# design 1

Design 1, close-up of the layout:
Scale bar: 10 um. Region (42, 17) to (67, 42) um. Cells in gray, sequential cells in the stronger gray; small squares are vias.
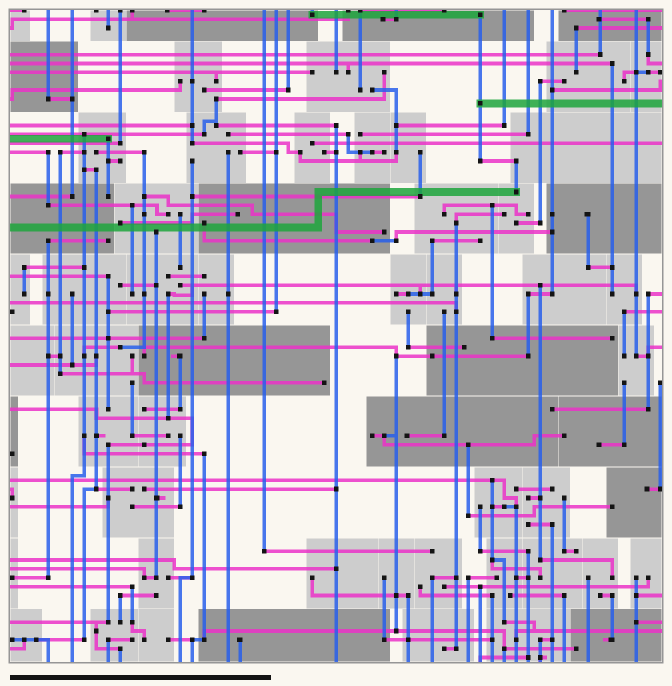

## config.mk

```make
export PLATFORM = sky130hd
export DESIGN_NAME = frame_byte_reader
export DESIGN_NICKNAME = d
export VERILOG_FILES = /design/src/rtl/frame_byte_reader.sv
export SDC_FILE = /design/constraint.sdc
export NUM_CORES = 1
export LEC_CHECK = 0
export CORE_ASPECT_RATIO = 0.9
export CORE_UTILIZATION = 50
export CTS_CLUSTER_SIZE = 28
export DETAILED_ROUTE_END_ITERATION = 8
export PLACE_DENSITY = 0.78
export REMOVE_ABC_BUFFERS = 1
export SYNTH_ARGS = -nofsm -noshare
export SYNTH_HDL_FRONTEND = slang
export SYNTH_SLANG_ARGS = --single-unit
```

## constraint.sdc

```tcl
create_clock -name clk -period 3 [get_ports clk]
set_clock_uncertainty 0.2 [all_clocks]
set_input_delay 0.6 -clock clk [delete_from_list [all_inputs] [get_ports clk]]
set_output_delay 0.6 -clock clk [all_outputs]
set_load 0.005 [all_outputs]
```

## src/rtl/frame_byte_reader.sv

```systemverilog
// Streams a byte region out of the even/odd data-memory banks
// onto a valid/ready byte stream through a small credit-checked FIFO.
module frame_byte_reader #(
  parameter int ADDR_WIDTH = 16,
  parameter int LEN_WIDTH  = 17,
  parameter int FIFO_DEPTH = 4
) (
  input  logic                  clk,
  input  logic                  reset,
  input  logic                  start,
  input  logic [ADDR_WIDTH-1:0] base_addr,
  input  logic [LEN_WIDTH-1:0]  length,
  output logic                  busy,
  output logic                  done,
  output logic                  mem_rd_even,
  output logic                  mem_rd_odd,
  output logic [ADDR_WIDTH-2:0] mem_addr,
  input  logic [7:0]            mem_data_even,
  input  logic [7:0]            mem_data_odd,
  output logic [7:0]            pix_data,
  output logic                  pix_valid,
  input  logic                  pix_ready
);

  localparam int PW = $clog2(FIFO_DEPTH);
  localparam int CW = PW + 1;

  typedef enum logic [1:0] {
    S_IDLE, S_READ, S_DRAIN, S_FINISH
  } state_t;

  state_t                r_state;
  state_t                w_next;
  logic [ADDR_WIDTH-1:0] r_ptr;
  logic [LEN_WIDTH-1:0]  r_issue_left;
  logic [LEN_WIDTH-1:0]  r_deliver_left;
  logic                  r_inflight;
  logic                  r_lane;
  logic [7:0]            r_mem [FIFO_DEPTH];
  logic [PW-1:0]         r_wr;
  logic [PW-1:0]         r_rd;
  logic [CW-1:0]         r_count;
  logic [CW:0]           w_occ;
  logic                  w_issue;
  logic                  w_push;
  logic                  w_pop;
  logic [7:0]            w_push_data;

  // Reads in flight count against FIFO space so a push never overflows.
  assign w_occ       = {1'b0, r_count} + (CW+1)'(r_inflight);
  assign w_issue     = (r_state == S_READ) && (r_issue_left != '0)
                       && (w_occ < (CW+1)'(FIFO_DEPTH));
  assign w_push      = r_inflight;
  assign w_push_data = r_lane ? mem_data_odd : mem_data_even;
  assign pix_valid   = (r_count != '0);
  assign pix_data    = pix_valid ? r_mem[r_rd] : 8'h00;
  assign w_pop       = pix_valid && pix_ready;
  assign mem_addr    = r_ptr[ADDR_WIDTH-1:1];

  always_ff @(posedge clk) begin
    if (reset) r_state <= S_IDLE;
    else       r_state <= w_next;
  end

  always_comb begin
    w_next = r_state;
    unique case (r_state)
      S_IDLE:
        if (start)
          w_next = (length != '0) ? S_READ : S_FINISH;
      S_READ:
        if (w_issue && r_issue_left == LEN_WIDTH'(1))
          w_next = S_DRAIN;
      S_DRAIN:
        if (w_pop && r_deliver_left == LEN_WIDTH'(1))
          w_next = S_FINISH;
      S_FINISH:
        w_next = S_IDLE;
      default:
        w_next = S_IDLE;
    endcase
  end

  always_comb begin
    busy        = (r_state == S_READ) || (r_state == S_DRAIN);
    done        = (r_state == S_FINISH);
    mem_rd_even = w_issue && !r_ptr[0];
    mem_rd_odd  = w_issue &&  r_ptr[0];
  end

  always_ff @(posedge clk) begin
    if (reset) begin
      r_ptr          <= '0;
      r_issue_left   <= '0;
      r_deliver_left <= '0;
      r_inflight     <= 1'b0;
      r_lane         <= 1'b0;
    end else begin
      r_inflight <= w_issue;
      if (w_issue) r_lane <= r_ptr[0];
      if (r_state == S_IDLE && start) begin
        r_ptr          <= base_addr;
        r_issue_left   <= length;
        r_deliver_left <= length;
      end
      if (w_issue) begin
        r_ptr        <= r_ptr + ADDR_WIDTH'(1);
        r_issue_left <= r_issue_left - LEN_WIDTH'(1);
      end
      if (w_pop)
        r_deliver_left <= r_deliver_left - LEN_WIDTH'(1);
    end
  end

  always_ff @(posedge clk) begin
    if (reset) begin
      r_wr    <= '0;
      r_rd    <= '0;
      r_count <= '0;
    end else begin
      if (w_push) r_wr <= r_wr + PW'(1);
      if (w_pop)  r_rd <= r_rd + PW'(1);
      if (w_push && !w_pop)      r_count <= r_count + CW'(1);
      else if (!w_push && w_pop) r_count <= r_count - CW'(1);
    end
  end

  always_ff @(posedge clk) begin
    if (w_push) r_mem[r_wr] <= w_push_data;
  end

endmodule

```

# design 2

[src/rtl/trn_ep_arb_n.sv]
// N-channel arbiter for the shared TRN tx endpoint: round-robin grant with an optional
// priority channel, grant timeout, owner-only tx mux to the core and sticky violation flags.
module trn_ep_arb_n #(
    parameter int NCH      = 4,
    parameter int DW       = 64,
    parameter int ACK_TO   = 8,
    parameter int PRIO_EN  = 1,
    parameter int PRIO_CH  = 0,
    parameter int UPSTREAM = 1,
    localparam int REMW    = DW / 8,
    localparam int OW      = $clog2(NCH)
) (
    input  logic                 clk,
    input  logic                 rst,
    input  logic [NCH-1:0]       req_ep,
    input  logic [NCH-1:0]       drv_ep,
    output logic [NCH-1:0]       my_trn,
    input  logic [NCH*DW-1:0]    ch_td,
    input  logic [NCH*REMW-1:0]  ch_trem_n,
    input  logic [NCH-1:0]       ch_tsof_n,
    input  logic [NCH-1:0]       ch_teof_n,
    input  logic [NCH-1:0]       ch_tsrc_rdy_n,
    output logic [DW-1:0]        trn_td,
    output logic [REMW-1:0]      trn_trem_n,
    output logic                 trn_tsof_n,
    output logic                 trn_teof_n,
    output logic                 trn_tsrc_rdy_n,
    input  logic                 up_trn,
    output logic                 up_drvn,
    output logic                 up_reqep,
    output logic [OW-1:0]        owner,
    output logic [NCH-1:0]       err_viol,
    output logic                 err_to
);

    localparam int TW = $clog2(ACK_TO + 1);
    localparam logic [OW-1:0] PRIO_IDX = OW'(PRIO_CH);

    typedef enum logic [2:0] {
        S_IDLE    = 3'd0,
        S_WAIT_UP = 3'd1,
        S_SELECT  = 3'd2,
        S_GRANT   = 3'd3,
        S_DRIVE   = 3'd4,
        S_RELEASE = 3'd5
    } state_t;

    state_t          r_state;
    logic [OW-1:0]   r_rr_ptr;
    logic [TW-1:0]   r_to_cnt;

    logic            w_win_vld;
    logic [OW-1:0]   w_win_idx;
    logic [OW-1:0]   w_cand;
    logic            w_drv_own;
    logic            w_active;
    logic            w_sel_go;

    // Winner selection: priority channel first, else nearest requester after rr_ptr.
    always_comb begin
        w_win_vld = 1'b0;
        w_win_idx = '0;
        w_cand    = '0;
        if ((PRIO_EN != 0) && req_ep[PRIO_IDX]) begin
            w_win_vld = 1'b1;
            w_win_idx = PRIO_IDX;
        end else begin
            // Descending scan so the closest candidate is the one left standing.
            for (int k = NCH; k >= 1; k--) begin
                w_cand = OW'((int'(r_rr_ptr) + k) % NCH);
                if (req_ep[w_cand]) begin
                    w_win_vld = 1'b1;
                    w_win_idx = w_cand;
                end else begin
                    w_win_vld = w_win_vld;
                end
            end
        end
    end

    assign w_drv_own = drv_ep[owner];
    assign w_active  = ((r_state == S_GRANT) || (r_state == S_DRIVE)) && !rst;
    assign w_sel_go  = (r_state == S_SELECT) || (UPSTREAM == 0) || up_trn;
    assign up_reqep  = !rst && ((r_state == S_IDLE) || (r_state == S_WAIT_UP)) && (|req_ep);

    // Grant FSM with registered grant, upstream hold, owner and sticky error flags.
    always_ff @(posedge clk) begin
        if (rst) begin
            r_state  <= S_IDLE;
            r_rr_ptr <= OW'(NCH - 1);
            r_to_cnt <= '0;
            my_trn   <= '0;
            up_drvn  <= 1'b0;
            owner    <= '0;
            err_viol <= '0;
            err_to   <= 1'b0;
        end else begin
            err_viol <= err_viol | (drv_ep & ~my_trn);
            case (r_state)
                S_IDLE: begin
                    if (|req_ep) begin
                        r_state <= (UPSTREAM != 0) ? S_WAIT_UP : S_SELECT;
                    end else begin
                        r_state <= S_IDLE;
                    end
                end
                S_WAIT_UP, S_SELECT: begin
                    if (w_sel_go) begin
                        if (w_win_vld) begin
                            owner    <= w_win_idx;
                            my_trn   <= {{(NCH-1){1'b0}}, 1'b1} << w_win_idx;
                            up_drvn  <= 1'b1;
                            r_to_cnt <= '0;
                            r_state  <= S_GRANT;
                        end else begin
                            r_state  <= S_IDLE;
                        end
                    end else begin
                        r_state <= r_state;
                    end
                end
                S_GRANT: begin
                    // A drive seen on the timeout cycle still wins.
                    if (w_drv_own) begin
                        r_state <= S_DRIVE;
                    end else if (r_to_cnt == TW'(ACK_TO - 1)) begin
                        r_state <= S_RELEASE;
                        my_trn  <= '0;
                        up_drvn <= 1'b0;
                        err_to  <= 1'b1;
                    end else begin
                        r_to_cnt <= r_to_cnt + TW'(1);
                    end
                end
                S_DRIVE: begin
                    if (!w_drv_own) begin
                        r_state <= S_RELEASE;
                        my_trn  <= '0;
                        up_drvn <= 1'b0;
                    end else begin
                        r_state <= S_DRIVE;
                    end
                end
                S_RELEASE: begin
                    r_rr_ptr <= owner;
                    r_to_cnt <= '0;
                    r_state  <= S_IDLE;
                end
                default: begin
                    r_state <= S_IDLE;
                    my_trn  <= '0;
                    up_drvn <= 1'b0;
                end
            endcase
        end
    end

    // Owner-only tx mux; idle values whenever no grant is live.
    always_comb begin
        if (w_active) begin
            trn_td         = ch_td[int'(owner) * DW +: DW];
            trn_trem_n     = ch_trem_n[int'(owner) * REMW +: REMW];
            trn_tsof_n     = ch_tsof_n[owner];
            trn_teof_n     = ch_teof_n[owner];
            trn_tsrc_rdy_n = ch_tsrc_rdy_n[owner];
        end else begin
            trn_td         = '0;
            trn_trem_n     = '1;
            trn_tsof_n     = 1'b1;
            trn_teof_n     = 1'b1;
            trn_tsrc_rdy_n = 1'b1;
        end
    end

endmodule

[config.mk]
export PLATFORM = sky130hd
export DESIGN_NAME = trn_ep_arb_n
export DESIGN_NICKNAME = d
export VERILOG_FILES = /design/src/rtl/trn_ep_arb_n.sv
export SDC_FILE = /design/constraint.sdc
export NUM_CORES = 1
export LEC_CHECK = 0
export CAP_MARGIN = 20
export CORE_AREA = 2 2 155 157
export CTS_CLUSTER_DIAMETER = 100
export DETAILED_ROUTE_END_ITERATION = 8
export DIE_AREA = 0 0 157 159
export GPL_TIMING_DRIVEN = 1
export MAX_ROUTING_LAYER = met4
export PLACE_DENSITY = 0.49
export SLEW_MARGIN = 0
export SYNTH_ARGS = -nofsm -noshare
export SYNTH_HDL_FRONTEND = slang
export SYNTH_SLANG_ARGS = --single-unit
[constraint.sdc]
create_clock -name clk -period 1.81 [get_ports clk]
set_input_delay 0.181 -clock clk [delete_from_list [all_inputs] [get_ports clk]]
set_output_delay 0.181 -clock clk [all_outputs]
set_load 0.02 [all_outputs]

==> gallery <==
Routed clock nets over the placement.
(a)
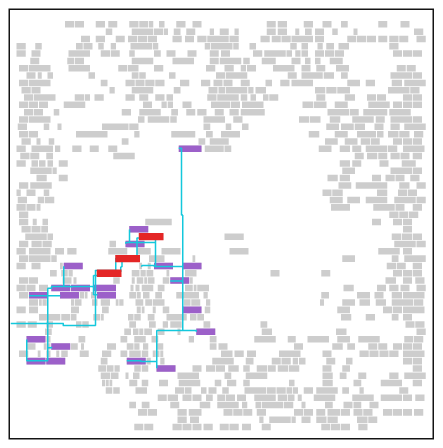
(b)
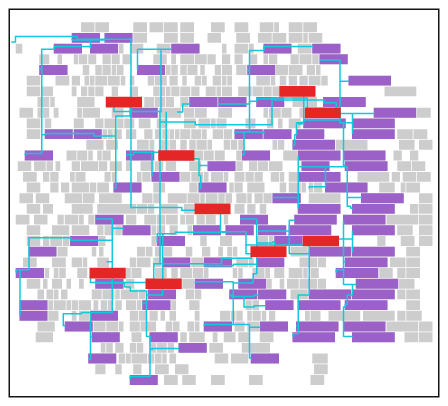
The one with the most sequential cells is (b).
design 2: (a)
design 1: (b)

Key to (b):
[cyan] clock wires | length: 1120 um
[purple] flip-flops | count: 95
[red] clock drivers | count: 9
flops lie	spread over the die
routed clock nets	10

Design 2, close-up of the layout:
Scale bar: 10 um. Region (66, 35) to (91, 60) um. Cells in gray, sequential cells in the stronger gray; small squares are vias.
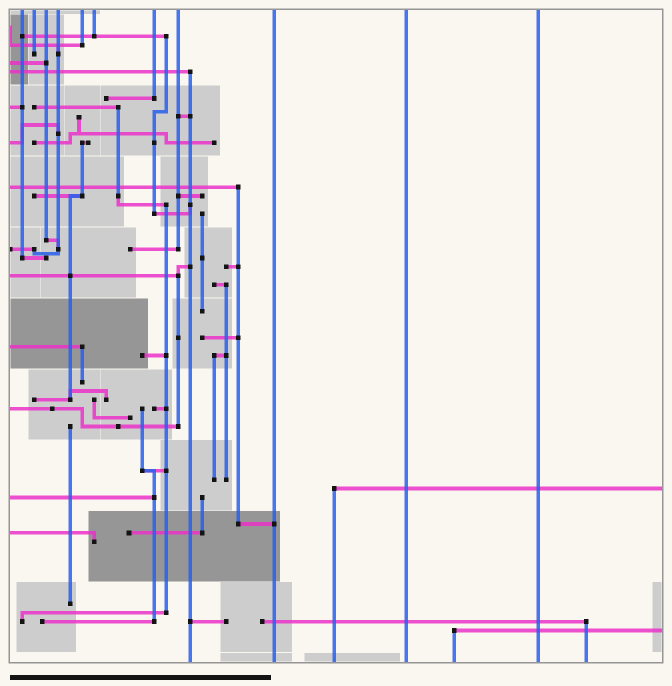
color	layer
blue	metal 2
magenta	metal 1
netlist names of flops here include	r_to_cnt (2)
most frequent	dfxtp_1 (2)
cells with their middle in the window	16
sequential cells in the window	2

==> run notes, design 2 <==
Status of the implementation.

- Non-clock buffers in the final layout number approximately 500.
- The cell accounting for the most synthesized area is sky130_fd_sc_hd__mux4_2, for reference.
- The reg-to-reg critical path endpoint is r_to_cnt[3], for reference.
- The run finished, with violations left.
- The post-route worst setup slack is -0.256 ns, for reference.
- Measured on the final layout, the clock distribution area share stands at 0.883%.
- Ranked by total cell area, the synthesized netlist is headed by sky130_fd_sc_hd__mux4_2 (51%), sky130_fd_sc_hd__dfxtp_1 (13%), sky130_fd_sc_hd__nor2b_1 (12%).
- The finished design was reported to have a net count of about 1100.
- The worst-path cell with the longest stage delay is sky130_fd_sc_hd__mux4_2, for reference.
- The number of endpoints failing setup at the final stage is roughly 86, for reference.
- Per the Yosys statistics, synthesis produced 302 cells.
- The remaining design rule violation count is 0, for reference.
- The dominant kind of combinational cell is multiplexers, for reference.
- The layout multi-input combinational cell count is 241, for reference.
- The checks that failed: negative setup slack.
- Hold analysis lists the worst path endpoint as err_viol[2].
- The path type of the worst min-delay path is flip-flop to flip-flop, for reference.
[design 2: where the power goes]
group	switching, mW	internal (mW)	total [mW]
clock network	0.172	0.300	0.472
logic	1.28	2.12	3.40
registers	0.0544	0.523	0.577
total	1.51	2.94	4.45
[design 2: tightest hold or removal path, stage by stage, from the launching register on]
cell and delay (ns):
sky130_fd_sc_hd__dfxtp_1 0.33, sky130_fd_sc_hd__a21oi_1 0.04, sky130_fd_sc_hd__nor2_1 0.07
[design 2: cells by family (layout without fill, tap and decap cells)]
family,after synthesis,after routing
DFF,21,21
adders and majority gates,2,2
and+or+nand+nor,127,127
AOI/OAI and AO/OA,34,34
muxes,78,78
buffers and inverters,40,509
other,0,2
[design 2: per-layer routing]
| layer | vias up | track usage (%) | part of all wire, % |
|---|---|---|---|
| met2 | 231 | 30.8 | 52 |
| met3 | 24 | 3.18 | 7.4 |
| li1 | 2127 | - | - |
| met4 | 0 | 3.09 | 2.3 |
| met5 | - | - | 0 |
| met1 | 2271 | 19.1 | 39 |
[design 2: flip-flops by register name, indices dropped and copies added (netlist names)]
signal    flops
owner         2
my_trn        4
err_to        1
r_state       3
r_to_cnt      4
err_viol      4
r_rr_ptr      2
up_drvn       1
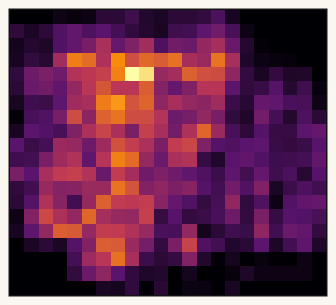
Design 1: wire density map
The die is cut into 22 by 20 equal tiles; black is low, pale yellow is high, scaled to the fullest tile. Values are wire area over tile area, all layers added.
fullest tile	0.78
tiles over half the peak	13%
emptiest ninth of the die	top right
via count: 4622
GRT Overall Usage: 25.5%
detailed-route wire length: 13200 um
routed wire length per instance: 17.8 um

## Picture notes: 'close-up of the layout' of design 1
color	layer
blue	metal 2
green	metal 3
magenta	metal 1
sequential cells in the window	8
most frequent	nor2_1 (10), dfxtp_1 (8)
cells with their middle in the window	48
netlist names of flops here include	r_deliver_left (3)

==> run notes, design 1 <==
Status of the implementation.

- The timing endpoint of the critical path is mem_rd_even, for reference.
- The worst-skew pair later-pin latency is between 0.3 and 0.4 ns, for reference.
- The endpoint type of the worst setup path is an output port, for reference.
- Looking at the hold checks, the worst path lands on r_issue_left[12].
- In this run the horizontal extent of the chip is roughly 110 um.
- The average size of a mapped cell is 9.47 um2, for reference.
- The last timing report of the flow puts the setup violation total at 0.
- The final max-slew violation count is 0, for reference.
- The flow reports an fmax of 346 MHz.
- The cell-mix breakdown from Yosys lists the XOR/XNOR area share as 1.02%.
- The number of hold buffers added after CTS was 0.
- Traced cell by cell, the critical path runs through inv_2 -> ha_2 -> nor2b_4 -> and2_1 -> o21ai_2 -> nor2_1 -> clkdlybuf4s50_1.
- The tree is rooted in a sky130_fd_sc_hd__clkbuf_16.
- Summing the areas of all compound-gate instances in the mapped netlist gives 19.8% of the synthesized area.
- STA on the placed design reports a worst setup slack of 0.259 ns.
- The run finished with clean final reports.
- On the critical path the largest part of the delay comes from buffers and inverters.
## design 1: registers in the layout, summed over array words and instances (netlist names), named ones only
| name | cells |
|---|---|
| r_inflight | 1 |
| r_rd | 2 |
| r_count | 3 |
| r_wr | 2 |
| r_state | 2 |
| r_ptr | 16 |
| r_issue_left | 17 |
| r_mem | 32 |
| r_lane | 1 |
| r_deliver_left | 17 |
## design 1: cell type report
cell class | count | area, um2 | share of cell area [%]
timing repair buffer | 102 | 961 | 15.2
inverter | 23 | 86.3 | 1.36
clock buffer | 9 | 225 | 3.55
clock inverter | 7 | 63.8 | 1.01
sequential | 95 | 2220 | 35.0
multi-input combinational | 379 | 2630 | 41.4
tap | 126 | 158 | 2.49
## design 1: where the power goes
part           total, mW  switching [mW]  internal (mW)  leakage [nW]
Sequential          2.10           0.424           1.68         0.807
Clock               1.11           0.529          0.580         0.142
Combinational       3.11            1.68           1.43          1.27
## design 1: metal layers
metal,track usage [%],share of wire [%]
met1,33.5,43
met2,42.8,49
met3,4.41,6.8
met4,7.07,1.6
met5,0,0
## design 1: repair_timing
item,4_1_cts,5_1_grt
resized,1,4
gates cloned,0,0
endpoints found under the setup margin,2,2


==> layout pictures side by side <==
Placed standard cells.
panel A
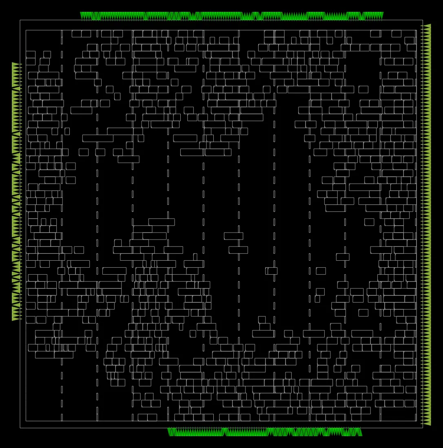
panel B
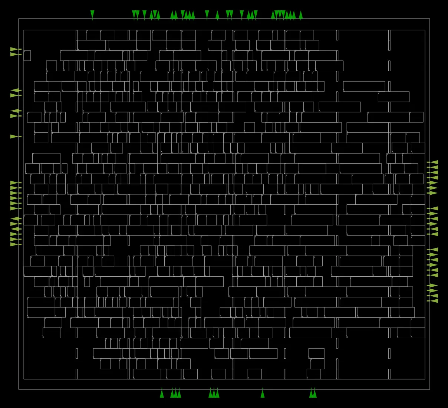
- panel B = design 1
- panel A = design 2
- most cells: panel A
- most sequential cells: panel B

Power figures rest on the tool's default switching activity, not on a simulated workload.
